######## block 1 ########
Fig. 1: block 1, clock routing
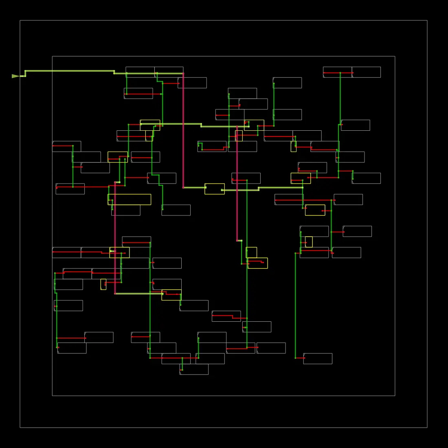

<file path="src/rtl/icp_host_if.sv">
// Bus bundle between the ICP host driver, its X-byte source, the chip and the result sink.
interface icp_host_if;
    logic       job_go;
    logic [7:0] x_data;
    logic       x_valid;
    logic       x_ready;
    logic       start_in;
    logic [7:0] X_load;
    logic       valid_input;
    logic       read_n;
    logic [7:0] r_addr;
    logic       ry;
    logic [8:0] read_data;
    logic       finish;
    logic [8:0] res_data;
    logic [7:0] res_addr;
    logic       res_valid;
    logic       res_ready;
    logic       busy;
    logic       err;

    modport master (
        input  job_go, x_data, x_valid, ry, read_data, finish, res_ready,
        output x_ready, start_in, X_load, valid_input, read_n, r_addr,
               res_data, res_addr, res_valid, busy, err
    );

    modport slave (
        output job_go, x_data, x_valid, ry, read_data, finish, res_ready,
        input  x_ready, start_in, X_load, valid_input, read_n, r_addr,
               res_data, res_addr, res_valid, busy, err
    );
endinterface

</file>
<file path="src/rtl/icp_host_driver.sv">
// Sequences one ICP chip job: start pulse, X-byte load, wait for finish,
// then reads back RES_CNT result words onto a valid/ready stream.
module icp_host_driver #(
    parameter int unsigned X_CNT   = 64,
    parameter int unsigned RES_CNT = 16,
    parameter int unsigned TIMEOUT = 1023
) (
    input  logic       clk,
    input  logic       rst,
    icp_host_if.master bus
);
    localparam int unsigned CW = $clog2(X_CNT + 1);
    localparam int unsigned TW = $clog2(TIMEOUT + 1);

    typedef enum logic [2:0] {
        IDLE, START, LOAD, WAIT_FIN, RD_REQ, RD_WAIT, RD_OUT, ERR
    } state_t;

    state_t        state, state_d;
    logic [CW-1:0] cnt, cnt_d;
    logic [TW-1:0] tmo, tmo_d;

    logic       start_in_q, start_in_d;
    logic       valid_input_q, valid_input_d;
    logic [7:0] x_load_q, x_load_d;
    logic       read_n_q, read_n_d;
    logic [7:0] r_addr_q, r_addr_d;
    logic       x_ready_q, x_ready_d;
    logic       res_valid_q, res_valid_d;
    logic [8:0] res_data_q, res_data_d;
    logic [7:0] res_addr_q, res_addr_d;
    logic       busy_q, busy_d;
    logic       err_q, err_d;
    logic       xfer;

    assign xfer = bus.x_valid & x_ready_q;

    // Next state, data path captures, and Moore outputs decoded from the next state
    always_comb begin
        state_d       = state;
        cnt_d         = cnt;
        x_load_d      = x_load_q;
        valid_input_d = 1'b0;
        r_addr_d      = r_addr_q;
        res_data_d    = res_data_q;
        res_addr_d    = res_addr_q;

        unique case (state)
            IDLE: begin
                if (bus.job_go) state_d = START;
            end
            START: begin
                state_d = LOAD;
                cnt_d   = '0;
            end
            LOAD: begin
                // The cycle in which cnt reaches X_CNT carries the final valid_input pulse
                if (cnt == CW'(X_CNT)) begin
                    state_d = WAIT_FIN;
                end else if (xfer) begin
                    x_load_d      = bus.x_data;
                    valid_input_d = 1'b1;
                    cnt_d         = cnt + CW'(1);
                end
            end
            WAIT_FIN: begin
                if (bus.finish) begin
                    state_d  = RD_REQ;
                    r_addr_d = '0;
                end else if (tmo == TW'(TIMEOUT - 1)) begin
                    state_d = ERR;
                end
            end
            RD_REQ: begin
                state_d = RD_WAIT;
            end
            RD_WAIT: begin
                if (bus.ry) begin
                    res_data_d = bus.read_data;
                    res_addr_d = r_addr_q;
                    state_d    = RD_OUT;
                end else if (tmo == TW'(TIMEOUT - 1)) begin
                    state_d = ERR;
                end
            end
            RD_OUT: begin
                if (bus.res_ready) begin
                    if (r_addr_q == 8'(RES_CNT - 1)) begin
                        state_d = IDLE;
                    end else begin
                        r_addr_d = r_addr_q + 8'd1;
                        state_d  = RD_REQ;
                    end
                end
            end
            ERR: begin
            end
        endcase

        // Timeout counter restarts on every state change and only runs while waiting on the chip
        tmo_d = '0;
        if ((state_d == state) && ((state == WAIT_FIN) || (state == RD_WAIT))) begin
            tmo_d = tmo + TW'(1);
        end

        start_in_d  = (state_d == START);
        x_ready_d   = (state_d == LOAD) && (cnt_d != CW'(X_CNT));
        read_n_d    = !((state_d == RD_REQ) || (state_d == RD_WAIT));
        res_valid_d = (state_d == RD_OUT);
        busy_d      = (state_d != IDLE);
        err_d       = (state_d == ERR);
    end

    // State and registered outputs
    always_ff @(posedge clk) begin
        if (rst) begin
            state         <= IDLE;
            cnt           <= '0;
            tmo           <= '0;
            start_in_q    <= 1'b0;
            valid_input_q <= 1'b0;
            x_load_q      <= 8'h00;
            read_n_q      <= 1'b1;
            r_addr_q      <= 8'h00;
            x_ready_q     <= 1'b0;
            res_valid_q   <= 1'b0;
            res_data_q    <= 9'h000;
            res_addr_q    <= 8'h00;
            busy_q        <= 1'b0;
            err_q         <= 1'b0;
        end else begin
            state         <= state_d;
            cnt           <= cnt_d;
            tmo           <= tmo_d;
            start_in_q    <= start_in_d;
            valid_input_q <= valid_input_d;
            x_load_q      <= x_load_d;
            read_n_q      <= read_n_d;
            r_addr_q      <= r_addr_d;
            x_ready_q     <= x_ready_d;
            res_valid_q   <= res_valid_d;
            res_data_q    <= res_data_d;
            res_addr_q    <= res_addr_d;
            busy_q        <= busy_d;
            err_q         <= err_d;
        end
    end

    assign bus.start_in    = start_in_q;
    assign bus.valid_input = valid_input_q;
    assign bus.X_load      = x_load_q;
    assign bus.read_n      = read_n_q;
    assign bus.r_addr      = r_addr_q;
    assign bus.x_ready     = x_ready_q;
    assign bus.res_valid   = res_valid_q;
    assign bus.res_data    = res_data_q;
    assign bus.res_addr    = res_addr_q;
    assign bus.busy        = busy_q;
    assign bus.err         = err_q;

endmodule

</file>
<file path="src/flat_wrapper.sv">
// flat-port wrapper written by rule: the top's interface ports become plain ports
module icp_host_driver_flat 
#(
    parameter int unsigned X_CNT   = 64,
    parameter int unsigned RES_CNT = 16,
    parameter int unsigned TIMEOUT = 1023
)
  (clk, rst, bus_job_go, bus_x_data, bus_x_valid, bus_ry, bus_read_data, bus_finish, bus_res_ready, bus_x_ready, bus_start_in, bus_X_load, bus_valid_input, bus_read_n, bus_r_addr, bus_res_data, bus_res_addr, bus_res_valid, bus_busy, bus_err);
  icp_host_if bus_i ();
  input  logic clk;
  input  logic rst;
  input wire logic [$bits(bus_i.job_go)-1:0] bus_job_go;
  input wire logic [$bits(bus_i.x_data)-1:0] bus_x_data;
  input wire logic [$bits(bus_i.x_valid)-1:0] bus_x_valid;
  input wire logic [$bits(bus_i.ry)-1:0] bus_ry;
  input wire logic [$bits(bus_i.read_data)-1:0] bus_read_data;
  input wire logic [$bits(bus_i.finish)-1:0] bus_finish;
  input wire logic [$bits(bus_i.res_ready)-1:0] bus_res_ready;
  output wire logic [$bits(bus_i.x_ready)-1:0] bus_x_ready;
  output wire logic [$bits(bus_i.start_in)-1:0] bus_start_in;
  output wire logic [$bits(bus_i.X_load)-1:0] bus_X_load;
  output wire logic [$bits(bus_i.valid_input)-1:0] bus_valid_input;
  output wire logic [$bits(bus_i.read_n)-1:0] bus_read_n;
  output wire logic [$bits(bus_i.r_addr)-1:0] bus_r_addr;
  output wire logic [$bits(bus_i.res_data)-1:0] bus_res_data;
  output wire logic [$bits(bus_i.res_addr)-1:0] bus_res_addr;
  output wire logic [$bits(bus_i.res_valid)-1:0] bus_res_valid;
  output wire logic [$bits(bus_i.busy)-1:0] bus_busy;
  output wire logic [$bits(bus_i.err)-1:0] bus_err;
  assign bus_i.job_go = bus_job_go;
  assign bus_i.x_data = bus_x_data;
  assign bus_i.x_valid = bus_x_valid;
  assign bus_i.ry = bus_ry;
  assign bus_i.read_data = bus_read_data;
  assign bus_i.finish = bus_finish;
  assign bus_i.res_ready = bus_res_ready;
  assign bus_x_ready = bus_i.x_ready;
  assign bus_start_in = bus_i.start_in;
  assign bus_X_load = bus_i.X_load;
  assign bus_valid_input = bus_i.valid_input;
  assign bus_read_n = bus_i.read_n;
  assign bus_r_addr = bus_i.r_addr;
  assign bus_res_data = bus_i.res_data;
  assign bus_res_addr = bus_i.res_addr;
  assign bus_res_valid = bus_i.res_valid;
  assign bus_busy = bus_i.busy;
  assign bus_err = bus_i.err;
  icp_host_driver #(.X_CNT(X_CNT), .RES_CNT(RES_CNT), .TIMEOUT(TIMEOUT)) u_core (.clk(clk), .rst(rst), .bus(bus_i));
endmodule
</file>
<file path="config.mk">
export PLATFORM = sky130hd
export DESIGN_NAME = icp_host_driver_flat
export DESIGN_NICKNAME = d
export VERILOG_FILES = /design/src/rtl/icp_host_if.sv /design/src/rtl/icp_host_driver.sv /design/src/flat_wrapper.sv
export SDC_FILE = /design/constraint.sdc
export NUM_CORES = 1
export LEC_CHECK = 0
export CAP_MARGIN = 25
export CORE_MARGIN = 8
export CORE_UTILIZATION = 35
export CTS_CLUSTER_SIZE = 25
export DETAILED_ROUTE_END_ITERATION = 8
export GPL_TIMING_DRIVEN = 0
export SLEW_MARGIN = 20
export SYNTH_ARGS = -nofsm -noshare
export SYNTH_HDL_FRONTEND = slang
export SYNTH_SLANG_ARGS = --single-unit
</file>
<file path="constraint.sdc">
create_clock -name clk -period 4.9 [get_ports clk]
set_input_delay 1.225 -clock clk [delete_from_list [all_inputs] [get_ports clk]]
set_output_delay 1.225 -clock clk [all_outputs]
set_load 0.01 [all_outputs]
</file>
######## block 2 ########
### src/rtl/alu_issue_pkg.sv
`default_nettype none
// ============================================================================
// Module      : alu_issue_pkg
// Description : Shared opcode constants, FSM state encoding and instruction
//               field positions for the alu_issue block.
// Revision    : 1.0 - initial release
// ============================================================================
package alu_issue_pkg;

  // Opcodes presented to the downstream ALU
  localparam logic [2:0] c_OP_PASS = 3'b000;
  localparam logic [2:0] c_OP_NOT  = 3'b001;
  localparam logic [2:0] c_OP_ADD  = 3'b010;
  localparam logic [2:0] c_OP_NOR  = 3'b011;
  localparam logic [2:0] c_OP_SUB  = 3'b100;
  localparam logic [2:0] c_OP_NAND = 3'b101;
  localparam logic [2:0] c_OP_AND  = 3'b110;
  localparam logic [2:0] c_OP_SLT  = 3'b111;

  // Instruction word layout: [15:13] op, [12:10] rd, [9:7] rs1, [6:4] rs2
  localparam int c_INSTR_W = 16;
  localparam int c_FIELD_W = 3;
  localparam int c_OP_LSB  = 13;
  localparam int c_RD_LSB  = 10;
  localparam int c_RS1_LSB = 7;
  localparam int c_RS2_LSB = 4;

  // Issue sequencer states
  typedef enum logic [1:0] {
    ST_IDLE = 2'd0,
    ST_READ = 2'd1,
    ST_EXEC = 2'd2,
    ST_WB   = 2'd3
  } state_e;

  // Decoded instruction held for the duration of one issue
  typedef struct packed {
    logic [2:0] op;
    logic [2:0] rd;
    logic [2:0] rs1;
    logic [2:0] rs2;
  } dec_t;

endpackage : alu_issue_pkg
`default_nettype wire

### src/rtl/alu_issue_regfile.sv
`default_nettype none
// ============================================================================
// Module      : alu_issue_regfile
// Description : General register file, two asynchronous read ports, one
//               synchronous write port, synchronous clear of every entry.
// Revision    : 1.0 - initial release
// ============================================================================
module alu_issue_regfile #(
  parameter int N    = 32,
  parameter int NREG = 8
) (
  input  logic         clk,
  input  logic         rst,
  input  logic         we_i,
  input  logic [2:0]   waddr_i,
  input  logic [N-1:0] wdata_i,
  input  logic [2:0]   raddr_a_i,
  output logic [N-1:0] rdata_a_o,
  input  logic [2:0]   raddr_b_i,
  output logic [N-1:0] rdata_b_o
);

  logic [N-1:0] regs_q [NREG];

  // Clear has priority over any write in the same cycle
  always_ff @(posedge clk) begin
    if (rst) begin
      for (int i = 0; i < NREG; i++) begin
        regs_q[i] <= '0;
      end
    end else if (we_i) begin
      regs_q[waddr_i] <= wdata_i;
    end
  end

  // Reads see the stored value, never the value being written this cycle
  assign rdata_a_o = regs_q[raddr_a_i];
  assign rdata_b_o = regs_q[raddr_b_i];

endmodule : alu_issue_regfile
`default_nettype wire

### src/rtl/alu_issue.sv
`default_nettype none
// ============================================================================
// Module      : alu_issue
// Description : Four-state issue sequencer. Accepts one instruction, reads
//               its operands, presents them to an external combinational
//               ALU, captures the result and writes it back to the register
//               file. External loads share the write port while idle.
// Revision    : 1.0 - initial release
// ============================================================================
module alu_issue
  import alu_issue_pkg::*;
#(
  parameter int N    = 32,
  parameter int NREG = 8
) (
  input  logic                 clk,
  input  logic                 rst,
  input  logic [c_INSTR_W-1:0] instr,
  input  logic                 instr_valid,
  output logic                 instr_ready,
  input  logic                 load_en,
  input  logic [2:0]           load_addr,
  input  logic [N-1:0]         load_data,
  output logic [2:0]           alu_op,
  output logic [N-1:0]         alu_a,
  output logic [N-1:0]         alu_b,
  input  logic [N-1:0]         alu_result,
  output logic                 done,
  output logic [N-1:0]         result
);

  state_e       state_q, state_d;
  dec_t         dec_q, dec_d;
  logic [2:0]   alu_op_q, alu_op_d;
  logic [N-1:0] opa_q, opa_d;
  logic [N-1:0] opb_q, opb_d;
  logic [N-1:0] result_q, result_d;

  logic         w_rf_we;
  logic [2:0]   w_rf_waddr;
  logic [N-1:0] w_rf_wdata;
  logic [N-1:0] w_rdata_a;
  logic [N-1:0] w_rdata_b;
  logic         w_ready;
  logic         w_done;
  dec_t         w_dec;
  logic         w_unused_instr_bits;

  // Low nibble of the instruction word carries no information
  assign w_unused_instr_bits = ^instr[c_RS2_LSB-1:0];

  assign w_dec.op  = instr[c_OP_LSB  +: c_FIELD_W];
  assign w_dec.rd  = instr[c_RD_LSB  +: c_FIELD_W];
  assign w_dec.rs1 = instr[c_RS1_LSB +: c_FIELD_W];
  assign w_dec.rs2 = instr[c_RS2_LSB +: c_FIELD_W];

  alu_issue_regfile #(
    .N    (N),
    .NREG (NREG)
  ) u_regfile (
    .clk       (clk),
    .rst       (rst),
    .we_i      (w_rf_we),
    .waddr_i   (w_rf_waddr),
    .wdata_i   (w_rf_wdata),
    .raddr_a_i (dec_q.rs1),
    .rdata_a_o (w_rdata_a),
    .raddr_b_i (dec_q.rs2),
    .rdata_b_o (w_rdata_b)
  );

  // Next-state, datapath capture enables and register-file write-port mux
  always_comb begin
    state_d    = state_q;
    dec_d      = dec_q;
    alu_op_d   = alu_op_q;
    opa_d      = opa_q;
    opb_d      = opb_q;
    result_d   = result_q;
    w_rf_we    = 1'b0;
    w_rf_waddr = load_addr;
    w_rf_wdata = load_data;
    w_ready    = 1'b0;
    w_done     = 1'b0;
    case (state_q)
      ST_IDLE: begin
        if (load_en) begin
          // A pending load wins the write port and blocks acceptance
          w_rf_we = 1'b1;
        end else begin
          w_ready = 1'b1;
          if (instr_valid) begin
            dec_d   = w_dec;
            state_d = ST_READ;
          end
        end
      end
      ST_READ: begin
        alu_op_d = dec_q.op;
        opa_d    = w_rdata_a;
        opb_d    = w_rdata_b;
        state_d  = ST_EXEC;
      end
      ST_EXEC: begin
        result_d = alu_result;
        state_d  = ST_WB;
      end
      ST_WB: begin
        w_rf_we    = 1'b1;
        w_rf_waddr = dec_q.rd;
        w_rf_wdata = result_q;
        w_done     = 1'b1;
        state_d    = ST_IDLE;
      end
      default: begin
        state_d = ST_IDLE;
      end
    endcase
  end

  // State and datapath registers; reset abandons any in-flight instruction
  always_ff @(posedge clk) begin
    if (rst) begin
      state_q  <= ST_IDLE;
      dec_q    <= '0;
      alu_op_q <= '0;
      opa_q    <= '0;
      opb_q    <= '0;
      result_q <= '0;
    end else begin
      state_q  <= state_d;
      dec_q    <= dec_d;
      alu_op_q <= alu_op_d;
      opa_q    <= opa_d;
      opb_q    <= opb_d;
      result_q <= result_d;
    end
  end

  // Handshake and pulse are masked while reset is asserted
  assign instr_ready = w_ready & ~rst;
  assign done        = w_done & ~rst;
  assign alu_op      = alu_op_q;
  assign alu_a       = opa_q;
  assign alu_b       = opb_q;
  assign result      = result_q;

endmodule : alu_issue
`default_nettype wire

### config.mk
export PLATFORM = sky130hd
export DESIGN_NAME = alu_issue
export DESIGN_NICKNAME = d
export VERILOG_FILES = /design/src/rtl/alu_issue_pkg.sv /design/src/rtl/alu_issue_regfile.sv /design/src/rtl/alu_issue.sv
export SDC_FILE = /design/constraint.sdc
export NUM_CORES = 1
export LEC_CHECK = 0
export ABC_AREA = 1
export CAP_MARGIN = 25
export CORE_ASPECT_RATIO = 1.4
export CORE_UTILIZATION = 58
export DETAILED_ROUTE_END_ITERATION = 8
export PLACE_DENSITY = 0.85
export SLEW_MARGIN = 20
export SYNTH_ARGS = -nofsm -noshare
export SYNTH_HDL_FRONTEND = slang
export SYNTH_SLANG_ARGS = --single-unit
export TNS_END_PERCENT = 20
### constraint.sdc
create_clock -name clk -period 3.7 [get_ports clk]
set_clock_uncertainty 0.05 [all_clocks]
set_input_delay 0.74 -clock clk [delete_from_list [all_inputs] [get_ports clk]]
set_output_delay 0.74 -clock clk [all_outputs]
set_load 0.02 [all_outputs]
Fig. 2: block 1, logic cells by family
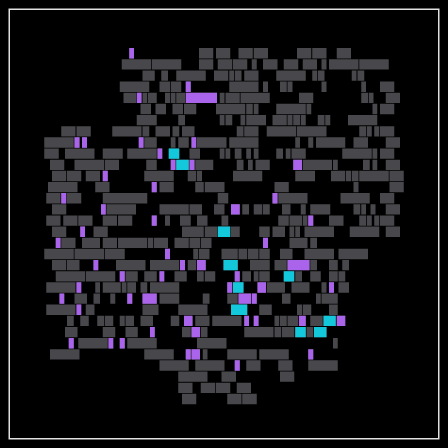
Key: nor cells = purple [cells 55]; non-inverting ao/oa cells = cyan [cells 10]

Notes on Fig. 1 above:
CTS Buf Count: 9
FF+latch count: 60

==> flow_summary.html, block 1 <==
<h2>Implementation results</h2>
<table>
<tr><th>Metric</th><th>Value</th></tr>
<tr><th colspan="2">Power and ir drop</th></tr>
<tr><td>Relative contribution of the clock network to total power</td><td>0.424</td></tr>
<tr><td>Total internal power</td><td>763 uW</td></tr>
<tr><th colspan="2">Clock tree</th></tr>
<tr><td>CTS Hold Buffers Added</td><td>0</td></tr>
<tr><td>Sinks on the clock net</td><td>approximately 60</td></tr>
<tr><th colspan="2">Route</th></tr>
<tr><td>Routed length on met3</td><td>437 um</td></tr>
<tr><td>Number of antenna-violating nets in the routed design</td><td>0</td></tr>
<tr><th colspan="2">Job</th></tr>
<tr><td>Tally of max-capacitance violations</td><td>0</td></tr>
<tr><th colspan="2">Final layout</th></tr>
<tr><td>Layout-stage area growth over the synthesis result</td><td>34.4%</td></tr>
<tr><td>Most flops, register</td><td>u_core.tmo</td></tr>
<tr><th colspan="2">Final timing</th></tr>
<tr><td>Worst Tran Pin Value</td><td>0.832 ns</td></tr>
<tr><td>Setup TNS</td><td>0 ns</td></tr>
<tr><td>Least setup slack across all paths after layout</td><td>2.05 ns</td></tr>
<tr><th colspan="2">Synthesis</th></tr>
<tr><td>Biggest area contributors in the synthesized netlist</td><td>sky130_fd_sc_hd__dfxtp_1 (44%), sky130_fd_sc_hd__nand2_1 (6.2%), sky130_fd_sc_hd__nor2_1 (5.8%)</td></tr>
<tr><td>Cell accounting for the most synthesized area</td><td>sky130_fd_sc_hd__dfxtp_1</td></tr>
<tr><td>#FFs+latches synth</td><td>60</td></tr>
<tr><td>Area share of fa/ha/maj cells after synthesis</td><td>0.0229</td></tr>
<tr><th colspan="2">Global route</th></tr>
<tr><td>Highest-utilization routing layer at the global route stage</td><td>met2</td></tr>
<tr><th colspan="2">Min path</th></tr>
<tr><td>Hold endpoint</td><td>u_core.bus.res_addr[1]</td></tr>
<tr><td>Worst hold path depth</td><td>2</td></tr>
<tr><th colspan="2">Critical path</th></tr>
<tr><td>Data arrival, critical path</td><td>3.10 ns</td></tr>
<tr><th colspan="2">Run status</th></tr>
<tr><td>Status</td><td>completed</td></tr>
</table>
[block 1: cell usage in the layout, fill, tap and decap left out, drive strengths merged, types with 4 or more instances in the layout]
master / n
and3: 6
clkbuf: 19
nand4: 5
xor2: 7
nor2b: 6
buf: 4
xnor2: 7
a211oi: 9
nand2b: 6
inv: 7
a21o: 5
mux2i: 11
nand2: 46
dfxtp: 60
nand3: 9
ha: 5
clkdlybuf4s50: 63
a21oi: 25
nor2: 42
[block 1: critical path: cells and delay by family]
kind,cells,cell delay (ns)
compound gates,4,1.14
buf+inv,1,0.50
simple gates,1,0.23
Fig. 3: block 2, logic cells by family
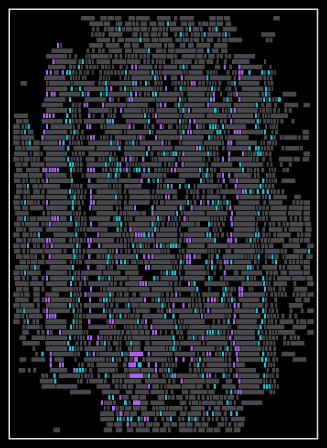
Key: inv cells = cyan [cells 309, where widely spread]; nor cells = purple [cells 268, where widely spread]
most common cell after layout, fill and taps aside: sky130_fd_sc_hd__nand2_1
Finished Layout Cells: 2904
proportion of cell area occupied by multi-input gates: 0.315

==> flow_summary.html, block 2 <==
<h2>Implementation results</h2>
<table>
<tr><th>Metric</th><th>Value</th></tr>
<tr><th colspan="2">Global route</th></tr>
<tr><td>Grt met1 use</td><td>0.382</td></tr>
<tr><td>First-pass GRT wire length</td><td>88600 um</td></tr>
<tr><th colspan="2">Critical path</th></tr>
<tr><td>Kind of start point of the critical path</td><td>register</td></tr>
<tr><td>Worst-path maximum fanout</td><td>29</td></tr>
<tr><td>Number of gates on the worst path with buffers counted</td><td>4</td></tr>
<tr><td>WP data required</td><td>2.91 ns</td></tr>
<tr><td>Bufs and invs on worst path</td><td>2</td></tr>
<tr><th colspan="2">Run status</th></tr>
<tr><td>Status</td><td>completed</td></tr>
<tr><th colspan="2">Min path</th></tr>
<tr><td>Worst hold start</td><td>dec_q[10]</td></tr>
<tr><th colspan="2">Power and ir drop</th></tr>
<tr><td>Leak</td><td>9.59 nW</td></tr>
<tr><td>Total internal power</td><td>between 8 and 9 mW</td></tr>
<tr><td>Design Power</td><td>around 14 mW</td></tr>
<tr><th colspan="2">Synthesis</th></tr>
<tr><td>Max-area cell share</td><td>0.409</td></tr>
<tr><td>Yosys xor share</td><td>0</td></tr>
<tr><td>Mean post-synth cell area</td><td>just under 8 um2</td></tr>
<tr><td>Number of nets at floorplan</td><td>2484</td></tr>
<tr><td>Sequential area share after synthesis</td><td>0.529</td></tr>
<tr><td>Proportion of synthesized area in mux cells</td><td>0.000533</td></tr>
<tr><td>Most used flip-flop cell</td><td>sky130_fd_sc_hd__edfxtp_1</td></tr>
<tr><th colspan="2">Route</th></tr>
<tr><td>Drt drc</td><td>0</td></tr>
<tr><td>Routed via count divided by cell count</td><td>6.00</td></tr>
<tr><th colspan="2">Clock tree</th></tr>
<tr><td>Sinks on the clock net</td><td>369</td></tr>
<tr><td>Clock-pin slew reported for the worst setup and hold paths after clock tree synthesis</td><td>0.07 ns</td></tr>
<tr><th colspan="2">Final layout</th></tr>
<tr><td>Layout filler cell count</td><td>approximately 2300</td></tr>
<tr><th colspan="2">Placed design</th></tr>
<tr><td>Placement Setup Slack</td><td>roughly 0.81 ns</td></tr>
<tr><td>Detail Placement HPWL</td><td>around 33000 um</td></tr>
<tr><th colspan="2">Final timing</th></tr>
<tr><td>Final critical-path required period</td><td>2.98 ns</td></tr>
<tr><td>Setup repair after global routing missed its margin</td><td>false</td></tr>
</table>
block 2: power groups by stage:
stage | clock network, mW | logic, mW | registers, mW
CTS | 3.60 | 5.05 | 5.45
global placement | 0 | 4.83 | 5.49
floorplan | 0 | 2.55 | 5.99
detailed placement | 0 | 4.99 | 5.52
global route | 3.76 | 5.53 | 5.52
finish | 3.62 | 5.14 | 5.45
block 2: cell type report:
cell class                      count  share of cell area
Sequential cell                   369               0.454
Multi-Input combinational cell   1548               0.315
Clock buffer                       49              0.0459
Clock inverter                     12             0.00570
Inverter                          309              0.0531
Tap cell                          395              0.0225
Timing Repair Buffer              222               0.104

==> screenshots <==
Ports around the boundary.
shot_01.png
Bar = 20 um. Pins as bars across the die edge, other pins in grey.
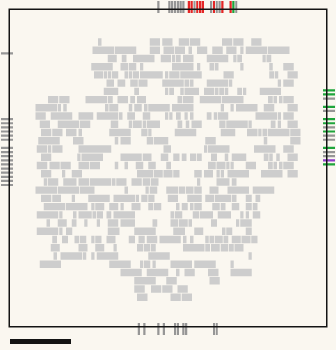
shot_02.png
Bar = 50 um. Pins as bars across the die edge, other pins in grey.
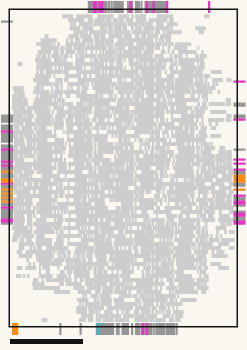
block 2: shot_02.png
block 1: shot_01.png


######## block 3 ########
<file path="config.mk">
export PLATFORM = sky130hd
export DESIGN_NAME = lc4_div_seq
export DESIGN_NICKNAME = d
export VERILOG_FILES = /design/src/rtl/lc4_div_seq.sv
export SDC_FILE = /design/constraint.sdc
export NUM_CORES = 1
export LEC_CHECK = 0
export CAP_MARGIN = 0
export CORE_MARGIN = 1.5
export CORE_UTILIZATION = 59
export DETAILED_ROUTE_END_ITERATION = 16
export HOLD_SLACK_MARGIN = 0.06
export MAX_ROUTING_LAYER = met4
export PLACE_DENSITY_LB_ADDON = 0.05
export SYNTH_ARGS = -nofsm -noshare
export SYNTH_HDL_FRONTEND = slang
export SYNTH_SLANG_ARGS = --single-unit
</file>
<file path="constraint.sdc">
create_clock -name clk -period 7.99 [get_ports clk]
set_clock_uncertainty 0.1 [all_clocks]
set_input_delay 2.397 -clock clk [delete_from_list [all_inputs] [get_ports clk]]
set_output_delay 2.397 -clock clk [all_outputs]
set_load 0.05 [all_outputs]
</file>
<file path="src/rtl/lc4_div_seq.sv">
// LC4 sequential unsigned divider, restoring shift-subtract, BITS_PER_CYCLE bits/clock.
// Optional LC4_DIV_BYZERO_FLAG_EN adds out_dbz and a 1-cycle divide-by-zero path.
module lc4_div_seq #(
  parameter int WIDTH          = 16,
  parameter int BITS_PER_CYCLE = 1
) (
  input  logic             clk,
  input  logic             rst_n,
  input  logic             in_valid,
  output logic             in_ready,
  input  logic [WIDTH-1:0] in_dividend,
  input  logic [WIDTH-1:0] in_divisor,
  output logic             out_valid,
  input  logic             out_ready,
  output logic [WIDTH-1:0] out_quotient,
  output logic [WIDTH-1:0] out_remainder
`ifdef LC4_DIV_BYZERO_FLAG_EN
  ,
  output logic             out_dbz
`endif
);

  localparam int N  = WIDTH / BITS_PER_CYCLE;
  localparam int CW = (N > 1) ? $clog2(N) : 1;

  typedef enum logic [1:0] {
    IDLE,
    BUSY,
    DONE
  } state_e;

  state_e           state_q, state_d;
  logic [CW-1:0]    cnt_q, cnt_d;
  logic [WIDTH-1:0] dvd_q, dvd_d;
  logic [WIDTH-1:0] dvs_q, dvs_d;
  logic [WIDTH-1:0] rem_q, rem_d;
  logic [WIDTH-1:0] quo_q, quo_d;
  logic [WIDTH-1:0] rmd_q, rmd_d;
  logic             dbz_q, dbz_d;

  logic [WIDTH-1:0] dvd_s;
  logic [WIDTH-1:0] rem_s;
  logic [WIDTH:0]   wide;

  // Quotient bits shift into the vacated low end of the dividend register.
  always_comb begin
    dvd_s = dvd_q;
    rem_s = rem_q;
    wide  = '0;
    for (int i = 0; i < BITS_PER_CYCLE; i++) begin
      wide  = {rem_s, dvd_s[WIDTH-1]};
      dvd_s = dvd_s << 1;
      if (wide >= {1'b0, dvs_q}) begin
        wide     = wide - {1'b0, dvs_q};
        dvd_s[0] = 1'b1;
      end
      rem_s = wide[WIDTH-1:0];
    end
  end

  always_comb begin
    state_d   = state_q;
    cnt_d     = cnt_q;
    dvd_d     = dvd_q;
    dvs_d     = dvs_q;
    rem_d     = rem_q;
    quo_d     = quo_q;
    rmd_d     = rmd_q;
    dbz_d     = dbz_q;
    in_ready  = (state_q == IDLE);
    out_valid = (state_q == DONE);
    case (state_q)
      IDLE: begin
        if (in_valid) begin
          dvd_d   = in_dividend;
          dvs_d   = in_divisor;
          rem_d   = '0;
          cnt_d   = '0;
          dbz_d   = (in_divisor == '0);
          state_d = BUSY;
`ifdef LC4_DIV_BYZERO_FLAG_EN
          if (in_divisor == '0) begin
            quo_d   = '0;
            rmd_d   = '0;
            state_d = DONE;
          end
`endif
        end
      end
      BUSY: begin
        dvd_d = dvd_s;
        rem_d = rem_s;
        cnt_d = cnt_q + CW'(1);
        if (cnt_q == CW'(N - 1)) begin
          quo_d   = dbz_q ? '0 : dvd_s;
          rmd_d   = dbz_q ? '0 : rem_s;
          state_d = DONE;
        end
      end
      DONE: begin
        if (out_ready) state_d = IDLE;
      end
      default: state_d = IDLE;
    endcase
  end

  always_ff @(posedge clk or negedge rst_n) begin
    if (!rst_n) begin
      state_q <= IDLE;
      cnt_q   <= '0;
      dvd_q   <= '0;
      dvs_q   <= '0;
      rem_q   <= '0;
      quo_q   <= '0;
      rmd_q   <= '0;
      dbz_q   <= 1'b0;
    end else begin
      state_q <= state_d;
      cnt_q   <= cnt_d;
      dvd_q   <= dvd_d;
      dvs_q   <= dvs_d;
      rem_q   <= rem_d;
      quo_q   <= quo_d;
      rmd_q   <= rmd_d;
      dbz_q   <= dbz_d;
    end
  end

  assign out_quotient  = quo_q;
  assign out_remainder = rmd_q;
`ifdef LC4_DIV_BYZERO_FLAG_EN
  assign out_dbz = dbz_q;
`endif

endmodule
</file>
Fig. 4: block 3, wiring heat map
19 x 19 tiles, from white (low) to dark blue (high), scaled to the fullest tile. Values are wire area over tile area, all layers added.
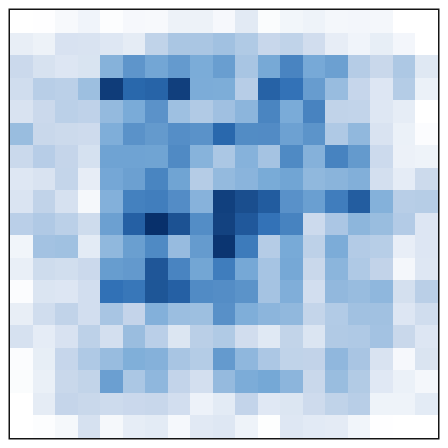
The mean over all tiles is 0.22. 4.7% of the tiles are nearly empty. The densest ninth of the die: centre. 23% of the tiles are over half the peak.

==> flow_summary.html <==
<h2>Implementation results</h2>
<table>
<tr><th>Metric</th><th>Value</th></tr>
<tr><th colspan="2">Run status</th></tr>
<tr><td>Status</td><td>completed</td></tr>
<tr><th colspan="2">Final layout</th></tr>
<tr><td>Share of cells above drive strength 1</td><td>0.0989</td></tr>
<tr><td>Register fraction of the total cell area</td><td>0.379</td></tr>
<tr><td>Layout multi-input combinational cell count</td><td>about 370</td></tr>
<tr><td>Final #Nets</td><td>615</td></tr>
<tr><th colspan="2">Critical path</th></tr>
<tr><td>Kind of start point of the critical path</td><td>register</td></tr>
<tr><td>Delay of the slowest critical-path stage</td><td>0.83 ns</td></tr>
<tr><td>R2R Path Start</td><td>rem_q[11]</td></tr>
<tr><td>Data arrival, critical path</td><td>between 1.5 and 2 ns</td></tr>
<tr><th colspan="2">Route</th></tr>
<tr><td>Number of antenna-violating nets in the routed design</td><td>0</td></tr>
<tr><td>Routed via count divided by cell count</td><td>6.36</td></tr>
<tr><td>Met2 routed WL</td><td>5600 um</td></tr>
<tr><td>1st-pass router iterations</td><td>5</td></tr>
<tr><th colspan="2">Clock tree</th></tr>
<tr><td># H-tree levels</td><td>3</td></tr>
<tr><td>CTS Hold Buffers Added</td><td>0</td></tr>
<tr><td>Post-CTS Repair Setup Buffers</td><td>0</td></tr>
<tr><td>Maximum root-to-sink buffer count</td><td>2</td></tr>
<tr><th colspan="2">Global route</th></tr>
<tr><td>Grt met1 use</td><td>0.413</td></tr>
<tr><td>Vias in the first global route</td><td>4103</td></tr>
<tr><td>Overall track demand over capacity in global routing</td><td>0.299</td></tr>
<tr><td>First-pass GRT wire length</td><td>19800 um</td></tr>
<tr><th colspan="2">Synthesis</th></tr>
<tr><td>Most frequent cell after synthesis</td><td>sky130_fd_sc_hd__dfrtp_1</td></tr>
<tr><td>Max-area cell share</td><td>0.452</td></tr>
</table>
Fig. 5: block 3, ports around the boundary
Bar = 20 um. Pins as bars across the die edge, other pins in grey.
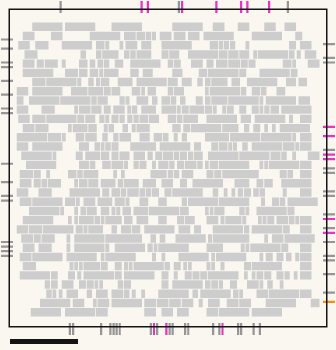
Key: rst_n = orange [pins 1, direction input, edge east]; out_remainder = magenta [pins 16, direction output, edge 7 north, 6 east, 3 south]
All pins by edge: 22 east, 22 south, 16 west, 10 north.
overall die width: 93.4 um
height of the die: 93.4 um
count of buffers from port buffering: 69

through the flow:
stage / setup WS, ns / hold WS (ns) / cell area [um2]
floorplan: 4.42 / 0.350 / 4820
global route: 3.61 / 0.423 / 5740
CTS: 3.69 / 0.389 / 5740
detailed placement: 3.59 / 0.368 / 5490
global placement: 3.69 / 0.360 / 5490
finish: 3.68 / 0.384 / 5740


==> layout pictures side by side <==
Layout detail.
picture 1
Bar = 5 um. Region (67, 140) to (87, 160) um. Cells in grey, sequential cells in the stronger grey; small squares are vias.
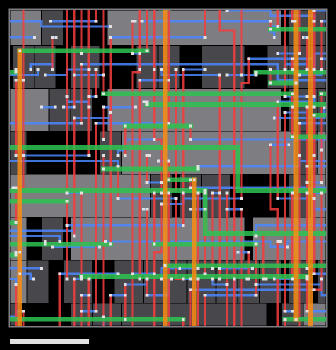
picture 2
Bar = 5 um. Region (42, 63) to (62, 83) um. Cells in grey, sequential cells in the stronger grey; small squares are vias.
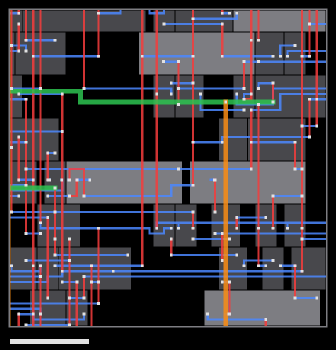
picture 3
Bar = 5 um. Region (37, 55) to (57, 75) um. Cells in grey, sequential cells in the stronger grey; small squares are vias.
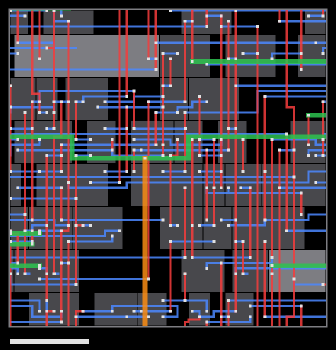
Block 2 is picture 1.
Block 3 is picture 3.
Block 1 is picture 2.
- largest die: picture 1
- smallest die: picture 3

No activity file was given, so power comes from the tool's default toggle rates.
